######## turn_lamp_monitor_flat ########
`src/rtl/turn_lamp_monitor_if.sv`:
```
// Lamp bus between the tail-light sequencer and its receive-side monitor.
interface turn_lamp_monitor_if;
  logic       sample;
  logic [5:0] lamps;

  modport master (output sample, output lamps);
  modport slave  (input  sample, input  lamps);
endinterface

```
`src/rtl/turn_lamp_monitor.sv`:
```
// Receive-side checker for the six-lamp turn-signal bus: tracks the sweep,
// counts completed sweeps per side and reports illegal patterns/transitions.
module turn_lamp_monitor #(
  parameter int unsigned CNT_W = 8
) (
  input  logic                 clk,
  input  logic                 reset,
  turn_lamp_monitor_if.slave   bus,
  input  logic                 clr_err,
  output logic [1:0]           dir,
  output logic [1:0]           phase,
  output logic                 err_pulse,
  output logic [1:0]           err_code,
  output logic                 err_sticky,
  output logic [CNT_W-1:0]     left_count,
  output logic [CNT_W-1:0]     right_count
);

  typedef enum logic [2:0] {
    S_OFF, S_L1, S_L2, S_L3, S_R1, S_R2, S_R3
  } state_t;

  state_t     state_q, state_d, decoded;
  logic       legal, step_ok;
  logic       err_pat, err_trans, inc_left, inc_right;
  logic [1:0] dir_d, phase_d;

  always_comb begin
    legal   = 1'b1;
    decoded = S_OFF;
    case (bus.lamps)
      6'b000000: decoded = S_OFF;
      6'b001000: decoded = S_L1;
      6'b011000: decoded = S_L2;
      6'b111000: decoded = S_L3;
      6'b000100: decoded = S_R1;
      6'b000110: decoded = S_R2;
      6'b000111: decoded = S_R3;
      default:   legal   = 1'b0;
    endcase
  end

  always_comb begin
    step_ok = 1'b0;
    case (state_q)
      S_OFF:       step_ok = (decoded == S_OFF) || (decoded == S_L1) || (decoded == S_R1);
      S_L1:        step_ok = (decoded == S_L2);
      S_L2:        step_ok = (decoded == S_L3);
      S_R1:        step_ok = (decoded == S_R2);
      S_R2:        step_ok = (decoded == S_R3);
      S_L3, S_R3:  step_ok = (decoded == S_OFF);
      default:     step_ok = 1'b0;
    endcase
  end

  // An illegal transition still resynchronises to the sampled pattern.
  always_comb begin
    state_d   = state_q;
    err_pat   = 1'b0;
    err_trans = 1'b0;
    inc_left  = 1'b0;
    inc_right = 1'b0;
    if (bus.sample) begin
      if (!legal) begin
        err_pat = 1'b1;
        state_d = S_OFF;
      end else begin
        state_d = decoded;
        if (!step_ok) begin
          err_trans = 1'b1;
        end else begin
          inc_left  = (state_q == S_L3);
          inc_right = (state_q == S_R3);
        end
      end
    end
  end

  always_comb begin
    dir_d   = 2'b00;
    phase_d = 2'd0;
    case (state_d)
      S_L1:    begin dir_d = 2'b01; phase_d = 2'd1; end
      S_L2:    begin dir_d = 2'b01; phase_d = 2'd2; end
      S_L3:    begin dir_d = 2'b01; phase_d = 2'd3; end
      S_R1:    begin dir_d = 2'b10; phase_d = 2'd1; end
      S_R2:    begin dir_d = 2'b10; phase_d = 2'd2; end
      S_R3:    begin dir_d = 2'b10; phase_d = 2'd3; end
      default: begin dir_d = 2'b00; phase_d = 2'd0; end
    endcase
  end

  always_ff @(posedge clk or posedge reset) begin
    if (reset) begin
      state_q     <= S_OFF;
      dir         <= 2'b00;
      phase       <= 2'd0;
      err_pulse   <= 1'b0;
      err_code    <= 2'b00;
      err_sticky  <= 1'b0;
      left_count  <= '0;
      right_count <= '0;
    end else begin
      state_q   <= state_d;
      dir       <= dir_d;
      phase     <= phase_d;
      err_pulse <= err_pat | err_trans;
      if (err_pat) begin
        err_code <= 2'b01;
      end else if (err_trans) begin
        err_code <= 2'b10;
      end
      // A same-edge error overrides clr_err.
      if (err_pat || err_trans) begin
        err_sticky <= 1'b1;
      end else if (clr_err) begin
        err_sticky <= 1'b0;
      end
      if (inc_left && (left_count != '1)) begin
        left_count <= left_count + 1'b1;
      end
      if (inc_right && (right_count != '1)) begin
        right_count <= right_count + 1'b1;
      end
    end
  end

endmodule
```
`src/flat_wrapper.sv`:
```
// flat-port wrapper written by rule: the top's interface ports become plain ports
module turn_lamp_monitor_flat 
#(
  parameter int unsigned CNT_W = 8
)
  (clk, reset, clr_err, dir, phase, err_pulse, err_code, err_sticky, left_count, right_count, bus_sample, bus_lamps);
  turn_lamp_monitor_if bus_i ();
  input  logic clk;
  input  logic reset;
  input  logic clr_err;
  output logic [1:0] dir;
  output logic [1:0] phase;
  output logic err_pulse;
  output logic [1:0] err_code;
  output logic err_sticky;
  output logic [CNT_W-1:0] left_count;
  output logic [CNT_W-1:0] right_count;
  input wire logic [$bits(bus_i.sample)-1:0] bus_sample;
  input wire logic [$bits(bus_i.lamps)-1:0] bus_lamps;
  assign bus_i.sample = bus_sample;
  assign bus_i.lamps = bus_lamps;
  turn_lamp_monitor #(.CNT_W(CNT_W)) u_core (.clk(clk), .reset(reset), .bus(bus_i), .clr_err(clr_err), .dir(dir), .phase(phase), .err_pulse(err_pulse), .err_code(err_code), .err_sticky(err_sticky), .left_count(left_count), .right_count(right_count));
endmodule
```
`config.mk`:
```
export PLATFORM = sky130hd
export DESIGN_NAME = turn_lamp_monitor_flat
export DESIGN_NICKNAME = d
export VERILOG_FILES = /design/src/rtl/turn_lamp_monitor_if.sv /design/src/rtl/turn_lamp_monitor.sv /design/src/flat_wrapper.sv
export SDC_FILE = /design/constraint.sdc
export NUM_CORES = 1
export LEC_CHECK = 0
export ABC_AREA = 1
export CAP_MARGIN = 30
export CORE_UTILIZATION = 36
export CTS_CLUSTER_SIZE = 12
export DETAILED_ROUTE_END_ITERATION = 8
export SYNTH_ARGS = -nofsm -noshare
export SYNTH_HDL_FRONTEND = slang
export SYNTH_SLANG_ARGS = --single-unit
```
`constraint.sdc`:
```
create_clock -name clk -period 1.6 [get_ports clk]
set_input_delay 0.32 -clock clk [delete_from_list [all_inputs] [get_ports clk]]
set_output_delay 0.32 -clock clk [all_outputs]
set_load 0.05 [all_outputs]
```
######## wide_add_seq_flat ########
[config.mk]
export PLATFORM = sky130hd
export DESIGN_NAME = wide_add_seq_flat
export DESIGN_NICKNAME = d
export VERILOG_FILES = /design/src/rtl/wide_add_seq_if.sv /design/src/rtl/wide_add_seq.sv /design/src/flat_wrapper.sv
export SDC_FILE = /design/constraint.sdc
export NUM_CORES = 1
export LEC_CHECK = 0
export ABC_AREA = 1
export CAP_MARGIN = 20
export CORE_MARGIN = 2
export CORE_UTILIZATION = 35
export CTS_CLUSTER_DIAMETER = 200
export DETAILED_ROUTE_END_ITERATION = 7
export PLACE_DENSITY = 0.65
export SLEW_MARGIN = 20
export SYNTH_ARGS = -nofsm -noshare
export SYNTH_HDL_FRONTEND = slang
export SYNTH_SLANG_ARGS = --single-unit
[constraint.sdc]
create_clock -name clk -period 16.89 [get_ports clk]
set_input_delay 4.2225 -clock clk [delete_from_list [all_inputs] [get_ports clk]]
set_output_delay 4.2225 -clock clk [all_outputs]
set_load 0.01 [all_outputs]
[src/rtl/wide_add_seq_if.sv]
// Request/result and rca32 bus bundle for wide_add_seq.
// slave = sequencer side, master = ALU control plus the shared adder.
interface wide_add_seq_if #(
    parameter int WORDS = 2
);
    localparam int N = 32 * WORDS;

    logic         start;
    logic         sub;
    logic [N-1:0] op_a;
    logic [N-1:0] op_b;
    logic         busy;
    logic         done;
    logic [N-1:0] result;
    logic         cout;
    logic         ovf;
    logic [31:0]  add_a;
    logic [31:0]  add_b;
    logic         add_cin;
    logic [31:0]  add_s;
    logic         add_cout;

    modport slave (
        input  start, sub, op_a, op_b, add_s, add_cout,
        output busy, done, result, cout, ovf, add_a, add_b, add_cin
    );

    modport master (
        output start, sub, op_a, op_b, add_s, add_cout,
        input  busy, done, result, cout, ovf, add_a, add_b, add_cin
    );
endinterface

[src/rtl/wide_add_seq.sv]
// WORDS x 32-bit add/subtract sequenced one limb per cycle through an external rca32.
// Optional macro WIDE_ADD_SAT_EN: saturate the result on signed overflow.
module wide_add_seq #(
    parameter int WORDS = 2
) (
    input  logic          clk,
    input  logic          rst,
    wide_add_seq_if.slave bus
);
    localparam int N     = 32 * WORDS;
    localparam int IDX_W = (WORDS <= 2) ? 1 : $clog2(WORDS);
    localparam logic [IDX_W-1:0] LAST = IDX_W'(WORDS - 1);

    typedef enum logic [1:0] {IDLE, RUN, DONE} state_t;

    state_t                  state;
    logic [IDX_W-1:0]        idx;
    logic                    carry;
    logic [WORDS-1:0][31:0]  a_lat;
    logic [WORDS-1:0][31:0]  b_lat;
    logic                    sub_lat;
    logic [WORDS-1:0][31:0]  result;
    logic                    cout;
    logic                    ovf;
    logic                    busy;
    logic                    done;

    logic [31:0]             add_a;
    logic [31:0]             add_b;
    logic                    add_cin;
    logic                    ovf_now;

`ifdef WIDE_ADD_SAT_EN
    function automatic logic [N-1:0] sat_limit(input logic neg);
        sat_limit = neg ? {1'b1, {(N-1){1'b0}}} : {1'b0, {(N-1){1'b1}}};
    endfunction
`endif

    // Adder bus is only driven while a limb is in flight.
    always_comb begin
        add_a   = '0;
        add_b   = '0;
        add_cin = 1'b0;
        if (state == RUN) begin
            add_a   = a_lat[idx];
            add_b   = sub_lat ? ~b_lat[idx] : b_lat[idx];
            add_cin = carry;
        end
    end

    // Signed overflow judged on the top limb with the effective (possibly inverted) B.
    assign ovf_now = (add_a[31] == add_b[31]) && (bus.add_s[31] != add_a[31]);

    always_ff @(posedge clk) begin
        if (rst) begin
            state  <= IDLE;
            idx    <= '0;
            carry  <= 1'b0;
            result <= '0;
            cout   <= 1'b0;
            ovf    <= 1'b0;
            busy   <= 1'b0;
            done   <= 1'b0;
        end else begin
            case (state)
                IDLE, DONE: begin
                    done <= 1'b0;
                    if (bus.start) begin
                        a_lat   <= bus.op_a;
                        b_lat   <= bus.op_b;
                        sub_lat <= bus.sub;
                        idx     <= '0;
                        carry   <= bus.sub;
                        result  <= '0;
                        busy    <= 1'b1;
                        state   <= RUN;
                    end else begin
                        state <= IDLE;
                    end
                end
                RUN: begin
                    result[idx] <= bus.add_s;
                    carry       <= bus.add_cout;
                    idx         <= idx + 1'b1;
                    if (idx == LAST) begin
                        cout  <= bus.add_cout;
                        ovf   <= ovf_now;
                        busy  <= 1'b0;
                        done  <= 1'b1;
                        state <= DONE;
`ifdef WIDE_ADD_SAT_EN
                        if (ovf_now) begin
                            result <= sat_limit(add_a[31]);
                        end
`endif
                    end
                end
                default: begin
                    state <= IDLE;
                    busy  <= 1'b0;
                    done  <= 1'b0;
                end
            endcase
        end
    end

    assign bus.add_a   = add_a;
    assign bus.add_b   = add_b;
    assign bus.add_cin = add_cin;
    assign bus.busy    = busy;
    assign bus.done    = done;
    assign bus.result  = result;
    assign bus.cout    = cout;
    assign bus.ovf     = ovf;
endmodule

[src/flat_wrapper.sv]
// flat-port wrapper written by rule: the top's interface ports become plain ports
module wide_add_seq_flat 
#(
    parameter int WORDS = 2
)
  (clk, rst, bus_start, bus_sub, bus_op_a, bus_op_b, bus_add_s, bus_add_cout, bus_busy, bus_done, bus_result, bus_cout, bus_ovf, bus_add_a, bus_add_b, bus_add_cin);
  wide_add_seq_if #(.WORDS(WORDS)) bus_i ();
  input  logic clk;
  input  logic rst;
  input wire logic [$bits(bus_i.start)-1:0] bus_start;
  input wire logic [$bits(bus_i.sub)-1:0] bus_sub;
  input wire logic [$bits(bus_i.op_a)-1:0] bus_op_a;
  input wire logic [$bits(bus_i.op_b)-1:0] bus_op_b;
  input wire logic [$bits(bus_i.add_s)-1:0] bus_add_s;
  input wire logic [$bits(bus_i.add_cout)-1:0] bus_add_cout;
  output wire logic [$bits(bus_i.busy)-1:0] bus_busy;
  output wire logic [$bits(bus_i.done)-1:0] bus_done;
  output wire logic [$bits(bus_i.result)-1:0] bus_result;
  output wire logic [$bits(bus_i.cout)-1:0] bus_cout;
  output wire logic [$bits(bus_i.ovf)-1:0] bus_ovf;
  output wire logic [$bits(bus_i.add_a)-1:0] bus_add_a;
  output wire logic [$bits(bus_i.add_b)-1:0] bus_add_b;
  output wire logic [$bits(bus_i.add_cin)-1:0] bus_add_cin;
  assign bus_i.start = bus_start;
  assign bus_i.sub = bus_sub;
  assign bus_i.op_a = bus_op_a;
  assign bus_i.op_b = bus_op_b;
  assign bus_i.add_s = bus_add_s;
  assign bus_i.add_cout = bus_add_cout;
  assign bus_busy = bus_i.busy;
  assign bus_done = bus_i.done;
  assign bus_result = bus_i.result;
  assign bus_cout = bus_i.cout;
  assign bus_ovf = bus_i.ovf;
  assign bus_add_a = bus_i.add_a;
  assign bus_add_b = bus_i.add_b;
  assign bus_add_cin = bus_i.add_cin;
  wide_add_seq #(.WORDS(WORDS)) u_core (.clk(clk), .rst(rst), .bus(bus_i));
endmodule
######## id_ex_pipe_stage ########
==> src/rtl/mips_defs_pkg.sv <==
// Shared MIPS encodings: opcode/funct values and the ALU control encodings
// consumed by the EX stage.
package mips_defs;

  localparam logic [5:0] OP_RTYPE = 6'h00;
  localparam logic [5:0] OP_JAL   = 6'h03;
  localparam logic [5:0] OP_ADDI  = 6'h08;
  localparam logic [5:0] OP_ORI   = 6'h0d;
  localparam logic [5:0] OP_LUI   = 6'h0f;
  localparam logic [5:0] OP_LW    = 6'h23;
  localparam logic [5:0] OP_SW    = 6'h2b;

  localparam logic [5:0] FN_JR    = 6'h08;
  localparam logic [5:0] FN_JALR  = 6'h09;
  localparam logic [5:0] FN_ADDU  = 6'h21;
  localparam logic [5:0] FN_SUBU  = 6'h23;
  localparam logic [5:0] FN_AND   = 6'h24;
  localparam logic [5:0] FN_OR    = 6'h25;
  localparam logic [5:0] FN_SLT   = 6'h2a;

  localparam logic [3:0] ALU_OP_NONE = 4'd0;
  localparam logic [3:0] ALU_OP_OR_I = 4'd1;
  localparam logic [3:0] ALU_OP_ADD  = 4'd2;
  localparam logic [3:0] ALU_OP_SUB  = 4'd3;
  localparam logic [3:0] ALU_OP_LUI  = 4'd4;
  localparam logic [3:0] ALU_OP_AND  = 4'd5;
  localparam logic [3:0] ALU_OP_OR   = 4'd6;
  localparam logic [3:0] ALU_OP_SLT  = 4'd7;

  localparam logic [1:0] ALU_SRC_REG  = 2'd0;
  localparam logic [1:0] ALU_SRC_ZEXT = 2'd1;
  localparam logic [1:0] ALU_SRC_SEXT = 2'd2;

  localparam logic [4:0] REG_RA = 5'd31;

endpackage

==> src/rtl/id_ex_decode.sv <==
// EX-side decode of the instruction held in the ID->EX register; all outputs
// are forced to zero when the held entry is not valid.
module id_ex_decode
  import mips_defs::*;
(
  input  logic [31:0] instr,
  input  logic        valid,
  output logic [3:0]  alu_op,
  output logic [1:0]  alu_src,
  output logic [4:0]  wb_addr,
  output logic        wb_en
);

  logic [5:0] opcode;
  logic [5:0] funct;
  logic [4:0] rt;
  logic [4:0] rd;
  logic       unused_bits;

  assign opcode      = instr[31:26];
  assign rt          = instr[20:16];
  assign rd          = instr[15:11];
  assign funct       = instr[5:0];
  assign unused_bits = ^{instr[25:21], instr[10:6]};

  always_comb begin
    alu_op  = ALU_OP_NONE;
    alu_src = ALU_SRC_REG;
    wb_addr = 5'd0;
    if (valid) begin
      unique case (opcode)
        OP_RTYPE: begin
          unique case (funct)
            FN_ADDU: begin alu_op = ALU_OP_ADD; wb_addr = rd; end
            FN_SUBU: begin alu_op = ALU_OP_SUB; wb_addr = rd; end
            FN_AND:  begin alu_op = ALU_OP_AND; wb_addr = rd; end
            FN_OR:   begin alu_op = ALU_OP_OR;  wb_addr = rd; end
            FN_SLT:  begin alu_op = ALU_OP_SLT; wb_addr = rd; end
            FN_JALR: wb_addr = rd;
            default: ;
          endcase
        end
        OP_ORI:  begin alu_op = ALU_OP_OR_I; alu_src = ALU_SRC_ZEXT; wb_addr = rt; end
        OP_LUI:  begin alu_op = ALU_OP_LUI;  alu_src = ALU_SRC_ZEXT; wb_addr = rt; end
        OP_ADDI: begin alu_op = ALU_OP_ADD;  alu_src = ALU_SRC_SEXT; wb_addr = rt; end
        OP_LW:   begin alu_op = ALU_OP_ADD;  alu_src = ALU_SRC_SEXT; wb_addr = rt; end
        OP_SW:   begin alu_op = ALU_OP_ADD;  alu_src = ALU_SRC_SEXT; end
        OP_JAL:  wb_addr = REG_RA;
        default: ;
      endcase
    end
  end

  // Writes to $0 are architecturally discarded, so they never raise wb_en.
  assign wb_en = valid & (wb_addr != 5'd0);

endmodule

==> src/rtl/id_ex_pipe_stage.sv <==
// ID->EX pipeline register with valid/ready handshake, stall, flush and a
// saturating Tnew countdown, followed by decode of the held instruction.
module id_ex_pipe_stage
  import mips_defs::*;
#(
  parameter int DATA_W  = 32,
  parameter int NUM_SRC = 2,
  parameter int TNEW_W  = 2
) (
  input  logic                      clk,
  input  logic                      reset,
  input  logic                      in_valid,
  output logic                      in_ready,
  input  logic [31:0]               in_instr,
  input  logic [NUM_SRC*DATA_W-1:0] in_src,
  input  logic [DATA_W-1:0]         in_pc,
  input  logic [TNEW_W-1:0]         in_tnew,
  input  logic                      flush,
  output logic                      out_valid,
  input  logic                      out_ready,
  output logic [31:0]               out_instr,
  output logic [NUM_SRC*DATA_W-1:0] out_src,
  output logic [DATA_W-1:0]         out_pc,
  output logic [TNEW_W-1:0]         out_tnew,
  output logic [3:0]                alu_op,
  output logic [1:0]                alu_src,
  output logic [4:0]                wb_addr,
  output logic                      wb_en
);

  // Handshake: a transfer happens on an edge where valid & ready are both 1 on
  // that side; in_ready never depends on in_valid, and a flushed incoming
  // transfer still completes upstream but is dropped here.
  logic                      valid_q, valid_d;
  logic [31:0]               instr_q, instr_d;
  logic [NUM_SRC*DATA_W-1:0] src_q, src_d;
  logic [DATA_W-1:0]         pc_q, pc_d;
  logic [TNEW_W-1:0]         tnew_q, tnew_d;
  logic                      load;
  logic                      drain;

  assign in_ready = ~valid_q | out_ready;
  assign load     = in_valid & in_ready & ~flush;
  assign drain    = valid_q & out_ready;

  always_comb begin
    valid_d = valid_q;
    instr_d = instr_q;
    src_d   = src_q;
    pc_d    = pc_q;
    tnew_d  = tnew_q;
    if (flush) begin
      valid_d = 1'b0;
      instr_d = '0;
      src_d   = '0;
      pc_d    = '0;
      tnew_d  = '0;
    end else if (load) begin
      valid_d = 1'b1;
      instr_d = in_instr;
      src_d   = in_src;
      pc_d    = in_pc;
      tnew_d  = in_tnew;
    end else if (drain) begin
      valid_d = 1'b0;
      instr_d = '0;
    end else if (valid_q && tnew_q != '0) begin
      // Stalled entry: one cycle closer to producing its result.
      tnew_d = tnew_q - TNEW_W'(1);
    end
  end

  always_ff @(posedge clk) begin
    if (reset) begin
      valid_q <= 1'b0;
      instr_q <= '0;
      src_q   <= '0;
      pc_q    <= '0;
      tnew_q  <= '0;
    end else begin
      valid_q <= valid_d;
      instr_q <= instr_d;
      src_q   <= src_d;
      pc_q    <= pc_d;
      tnew_q  <= tnew_d;
    end
  end

  assign out_valid = valid_q;
  assign out_instr = instr_q;
  assign out_src   = src_q;
  assign out_pc    = pc_q;
  assign out_tnew  = tnew_q;

  id_ex_decode u_decode (
    .instr   (instr_q),
    .valid   (valid_q),
    .alu_op  (alu_op),
    .alu_src (alu_src),
    .wb_addr (wb_addr),
    .wb_en   (wb_en)
  );

endmodule
==> config.mk <==
export PLATFORM = sky130hd
export DESIGN_NAME = id_ex_pipe_stage
export DESIGN_NICKNAME = d
export VERILOG_FILES = /design/src/rtl/mips_defs_pkg.sv /design/src/rtl/id_ex_decode.sv /design/src/rtl/id_ex_pipe_stage.sv
export SDC_FILE = /design/constraint.sdc
export NUM_CORES = 1
export LEC_CHECK = 0
export ABC_AREA = 1
export CAP_MARGIN = 20
export CORE_UTILIZATION = 40
export DETAILED_ROUTE_END_ITERATION = 16
export PLACE_DENSITY_LB_ADDON = 0.3
export SYNTH_ARGS = -nofsm -noshare
export SYNTH_HDL_FRONTEND = slang
export SYNTH_SLANG_ARGS = --single-unit
==> constraint.sdc <==
create_clock -name clk -period 1.9 [get_ports clk]
set_clock_uncertainty 0.15 [all_clocks]
set_input_delay 0.285 -clock clk [delete_from_list [all_inputs] [get_ports clk]]
set_output_delay 0.285 -clock clk [all_outputs]
set_load 0.02 [all_outputs]
turn_lamp_monitor_flat/util_map.png
The bar under the picture is 20 um long. 7 x 7 tiles, from dark blue (low) to red (high), 0 to 100% covered.
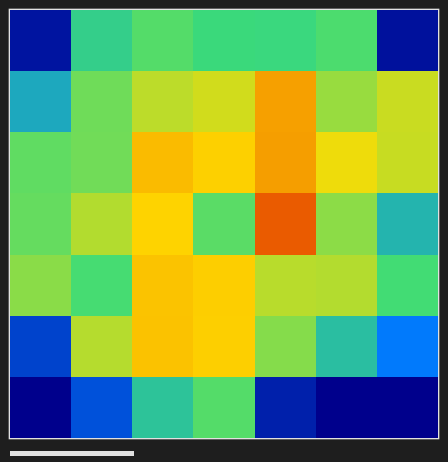
6.1% of the tiles are nearly empty. 20% of the tiles are over 75% full. The fullest tile reaches 90%. The densest ninth of the die: center. The emptiest ninth of the die: lower right. The mean over all tiles is 52%.
starting density of the core: 0.374
total core area: 4320 um2
final core occ: 0.590

==> summary.txt, turn_lamp_monitor_flat <==
fresh numbers from the pnr run: crit path launch=u_core.state_q[2], Net Switching=about 430 uW, pre-CTS setup slack=-0.637 ns, Longest Clk Path Bufs=2, met3 Use GR=0.0365, WL final=roughly 3.8 mm, P per Cell Area=between 500 and 600 nW/um2, GRT Util Overall=0.169, Final setup viols=9, final setup margin=-0.0248 ns, Max Cap Viol=0, via count=1542, status=finished, violations left, most frequent CP cell=nand2_1, DR DRC count=0, failing checks=negative setup slack
[turn_lamp_monitor_flat: layout by cell type (no fill, tap or decap), types with 2 or more instances in the layout]
| master | instances |
|---|---|
| buf_12 | 14 |
| buf_4 | 37 |
| buf_6 | 4 |
| clkbuf_8 | 3 |
| clkdlybuf4s50_1 | 3 |
| dfrtp_1 | 16 |
| dfrtp_2 | 11 |
| dlygate4sd2_1 | 6 |
| ha_4 | 2 |
| inv_1 | 24 |
| inv_2 | 5 |
| nand2_1 | 39 |
| nand2_2 | 13 |
| nand2_4 | 4 |
| nand3_1 | 15 |
| nand3_2 | 10 |
| nand3b_1 | 2 |
| nand4_1 | 13 |
| nor2_1 | 21 |
| nor2_2 | 4 |
| nor2_4 | 4 |
| o21ai_0 | 4 |
| o21ai_2 | 4 |
| xnor2_1 | 4 |
| xor2_1 | 3 |
[turn_lamp_monitor_flat: cells by family after synthesis]
group                    Yosys count  share of synthesized area
XOR/XNOR                           7                     0.0379
buffers and inverters             34                     0.0905
adder cells (fa/ha/maj)            2                     0.0155
AND-OR/OR-AND                     12                     0.0510
AND/OR/NAND/NOR                  128                      0.387
flip-flops                        27                      0.418
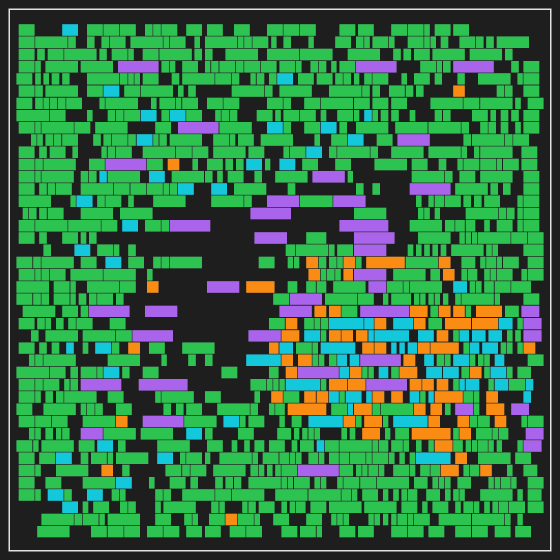
id_ex_pipe_stage/sizing.png
Orange is x3 and x4, cells 73, share 7.0%, most used buf_4. Cyan is x2, cells 79, share 7.6%, most used nor3_2. Green is x1 and smaller, cells 850, share 81%, most used clkdlybuf4s50_1. Purple is x6 and larger, cells 41, share 3.9%, most used clkbuf_16.
Buffers, non-clock: 334
Non-Filler Cell Area, Final: 9640 um2
Area Overhead vs Synth: 73.0%
final setup margin: -0.373 ns

==> summary.txt, id_ex_pipe_stage <==
fresh numbers from the pnr run: failing checks=negative setup slack, Final Critical Period=roughly 2.3 ns, status=finished, violations left, Routed Antenna Nets=0, Hold/Removal Path Class=in2reg, post-layout period usage=1.20, startpoint types=flip-flop, cell area after synthesis=about 5600 um2, cell leakage power=~4 nW, RR Endpoint=out_instr[14], worst hold endpoint=out_pc[15], crit path launch=out_instr[4], Critical Path RT=1.46 ns, synth warn=0, Synth Area in Compound Gates=0.147, Final setup viols=11, Crit path buffers/inverters=3, crit-path cells=inv_2 -> nand2_4 -> nor2_4 -> nand2_2 -> nand2_2 -> inv_2 -> nand2_4 -> nand2_2 -> a21oi_4 -> nor2_1 -> nand2_1 -> buf_6, DIE WIDTH=about 120 um, final setup margin=-0.373 ns, pre-CTS setup slack=-0.438 ns, DR iter-0 viols=approximately 280, placed cell count=1185, RSZ-0062 raised after global routing=true, total power=about 7.4 mW
id_ex_pipe_stage: area by class of cell:
cell class / instances / share of cell area
Timing Repair Buffer: 334 / 0.346
Sequential cell: 131 / 0.274
Multi-Input combinational cell: 436 / 0.253
Clock buffer: 21 / 0.0467
Inverter: 111 / 0.0437
Tap cell: 176 / 0.0228
Clock inverter: 10 / 0.0139
Antenna cell: 1 / 0.000260
id_ex_pipe_stage: where the power goes:
part	internal [mW]	total [mW]	switching [mW]	leakage [nW]
registers	2.86	2.93	0.0643	1.08
clock network	2.08	3.27	1.19	0.283
logic	0.651	1.23	0.580	2.60
total	5.59	7.43	1.83	3.96
id_ex_pipe_stage: metal layers:
metal / global-route usage / wire [um] / vias to the layer above
li1: - / - / 2973
met4: 0.131 / 689 / 0
met1: 0.295 / 7340 / 2736
met2: 0.415 / 8740 / 230
met5: 0 / 0 / -
met3: 0.0756 / 1420 / 50
id_ex_pipe_stage: state kept, by name, indices dropped and copies added, names as in the netlist:
register / cells
out_instr: 32
out_pc: 32
out_src: 64
out_tnew: 2
out_valid: 1
wide_add_seq_flat/util_map.png
The bar under the picture is 50 um long. 16 x 16 tiles, from dark blue (low) to red (high), 0 to 100% covered.
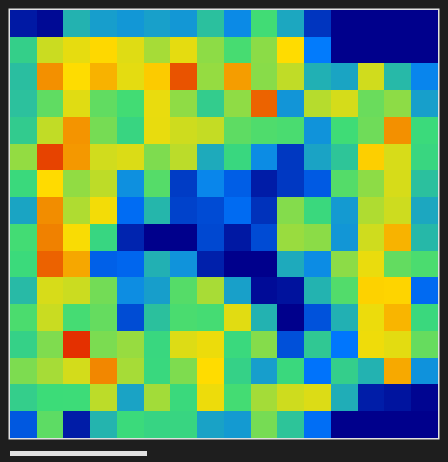
The fullest tile reaches 95%. 7.4% of the tiles are nearly empty. 9.4% of the tiles are over 75% full.
final core occ: 0.520
total core area: 22700 um2

wide_add_seq_flat/congestion_map.png
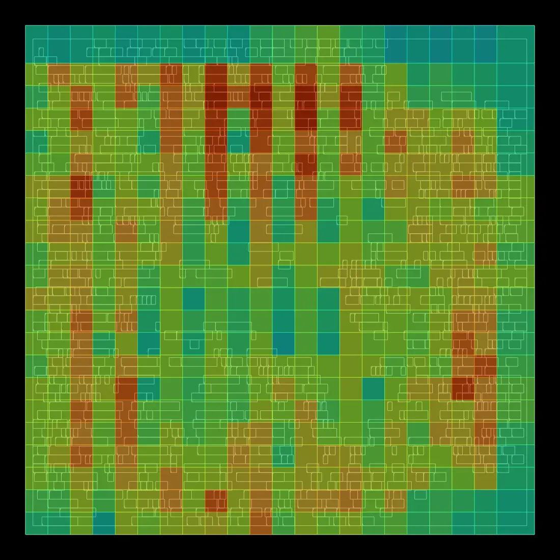
GRT met2 Usage: 0.300
met3 Use GR: 0.0584
busiest grt layer: met2
GRT Util Overall: 0.173

==> summary.txt, wide_add_seq_flat <==
fresh numbers from the pnr run: worst endpoint data arrival time=slightly above 3 ns, P per Cell Area=about 100 nW/um2, Clk power=463 uW, Synth Area in Compound Gates=0.0804, drt wl/cell=about 17 um, TNS Setup=0 ns, DR DRC count=0, mean number of vias per cell=about 4.7, adder-cell share of the synthesized area=0, Main logic family=simple AND/OR/NAND/NOR gates, status=completed, seq pwr=554 uW, cell leakage power=4.29 nW, crit path kind=reg2out, hold path depth=2, cell count of the worst reg-to-reg path=7, final setup margin=approximately 9.6 ns, antenna violations before repair=1, Late-Pin Clk Latency=just over 0.5 ns, Mux cell area share=0.0148, VDD IR max=0.0654 mV, Net Switching=approximately 280 uW, Post-DP HPWL=14.6 mm
[wide_add_seq_flat: cells in the final DEF, fill, tap and decap left out, drive strengths merged]
master and instances:
buf 6, nand3 67, inv 15, dfxtp 72, nor2 19, a211oi 2
nor3 2, a21oi 88, clkinv 4, xor2 11, mux2i 12, nand2 232
o21ai 24, clkbuf 36, clkdlybuf4s50 296, edfxtp 129
[wide_add_seq_flat: layout make-up]
cell class,instances,area [um2]
inverter,14,62.6
sequential,201,5320
tap,285,357
clock inverter,5,32.5
timing repair buffer,302,3030
multi-input combinational,457,2340
fill,2086,10900
clock buffer,36,664
[wide_add_seq_flat: per-layer routing]
metal | vias to the layer above | GRT usage
met5 | - | 0
met4 | 2 | 0.0467
li1 | 3015 | -
met3 | 31 | 0.0584
met2 | 233 | 0.300
met1 | 2822 | 0.204
[wide_add_seq_flat: worst max-delay path by stage]
| stage | start | to | depth (start not counted) |
|---|---|---|---|
| floorplan | rst | u_core.a_lat[0] | 2 |
| global placement | rst | u_core.bus.result[48] | 7 |
| detailed placement | bus_start | u_core.b_lat[25] | 5 |
| CTS | u_core.idx | bus_add_b[0] | 7 |
| global route | u_core.idx | bus_add_b[0] | 7 |
| finish | u_core.idx | bus_add_b[0] | 7 |

==> layout pictures side by side <==
Placed cells, one color a class.
picture 1
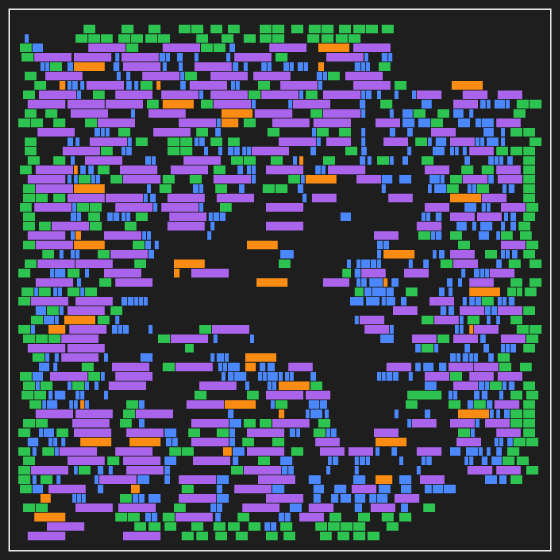
picture 2
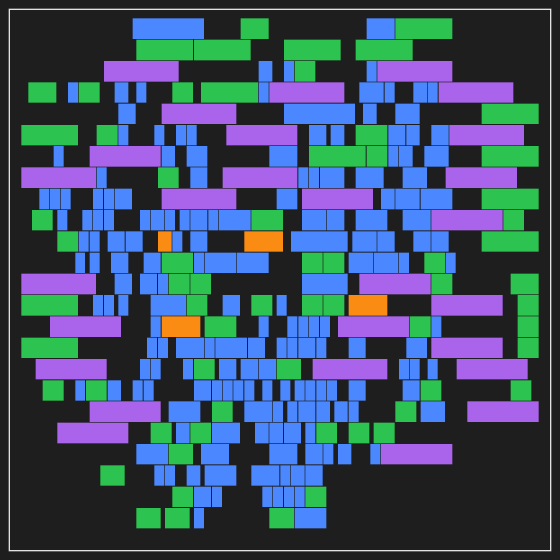
picture 3
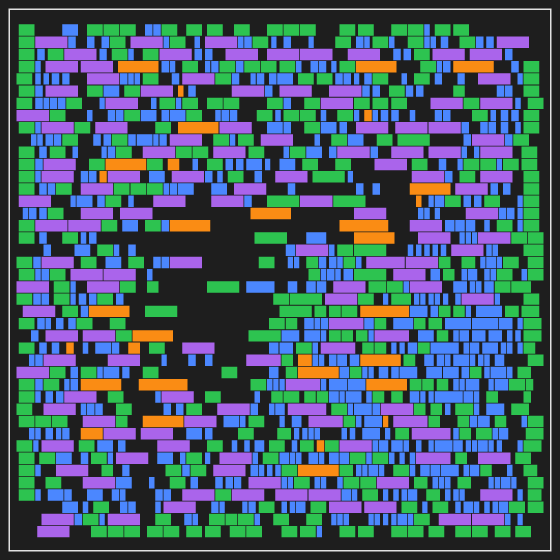
| picture | from |
|---|---|
| picture 2 | turn_lamp_monitor_flat |
| picture 1 | wide_add_seq_flat |
| picture 3 | id_ex_pipe_stage |
Of these, fewest sequential cells: picture 2
Of these, highest utilization: picture 3

Key to picture 2:
Orange is clock drivers and dummy loads, cells 4, share of their area 1.9%. Blue is remaining logic cells, cells 180, share of their area 43%. Purple is registers, cells 27, share of their area 28%. Green is remaining buffers and delay cells, cells 64, share of their area 28%.



==> notes/layouts.md <==
Pictures saved along the way, in no particular order.

Wiring heat map.
panel A
The bar under the picture is 20 um long. 24 x 24 tiles, from dark blue (low) to red (high), scaled to the fullest tile. Values are wire area over tile area, all layers added.
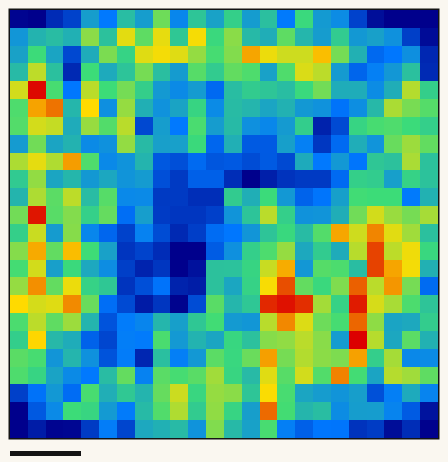
panel B
The bar under the picture is 50 um long. 31 x 31 tiles, from dark blue (low) to red (high), scaled to the fullest tile. Values are wire area over tile area, all layers added.
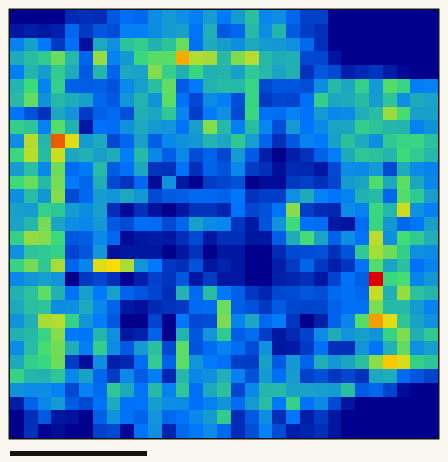
panel C
The bar under the picture is 20 um long. 14 x 14 tiles, from dark blue (low) to red (high), scaled to the fullest tile. Values are wire area over tile area, all layers added.
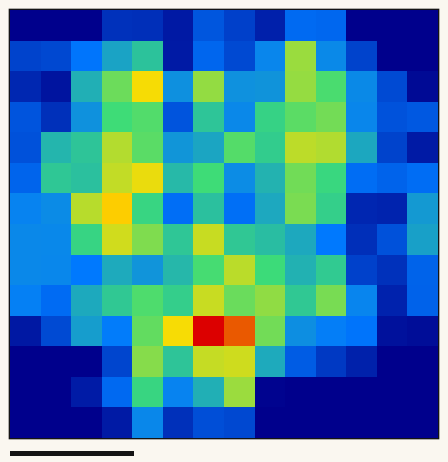
Panel B is wide_add_seq_flat.
Panel A is id_ex_pipe_stage.
Panel C is turn_lamp_monitor_flat.
Of these, smallest die: panel C
Of these, largest die: panel B

No activity file was given, so power comes from the tool's default toggle rates.
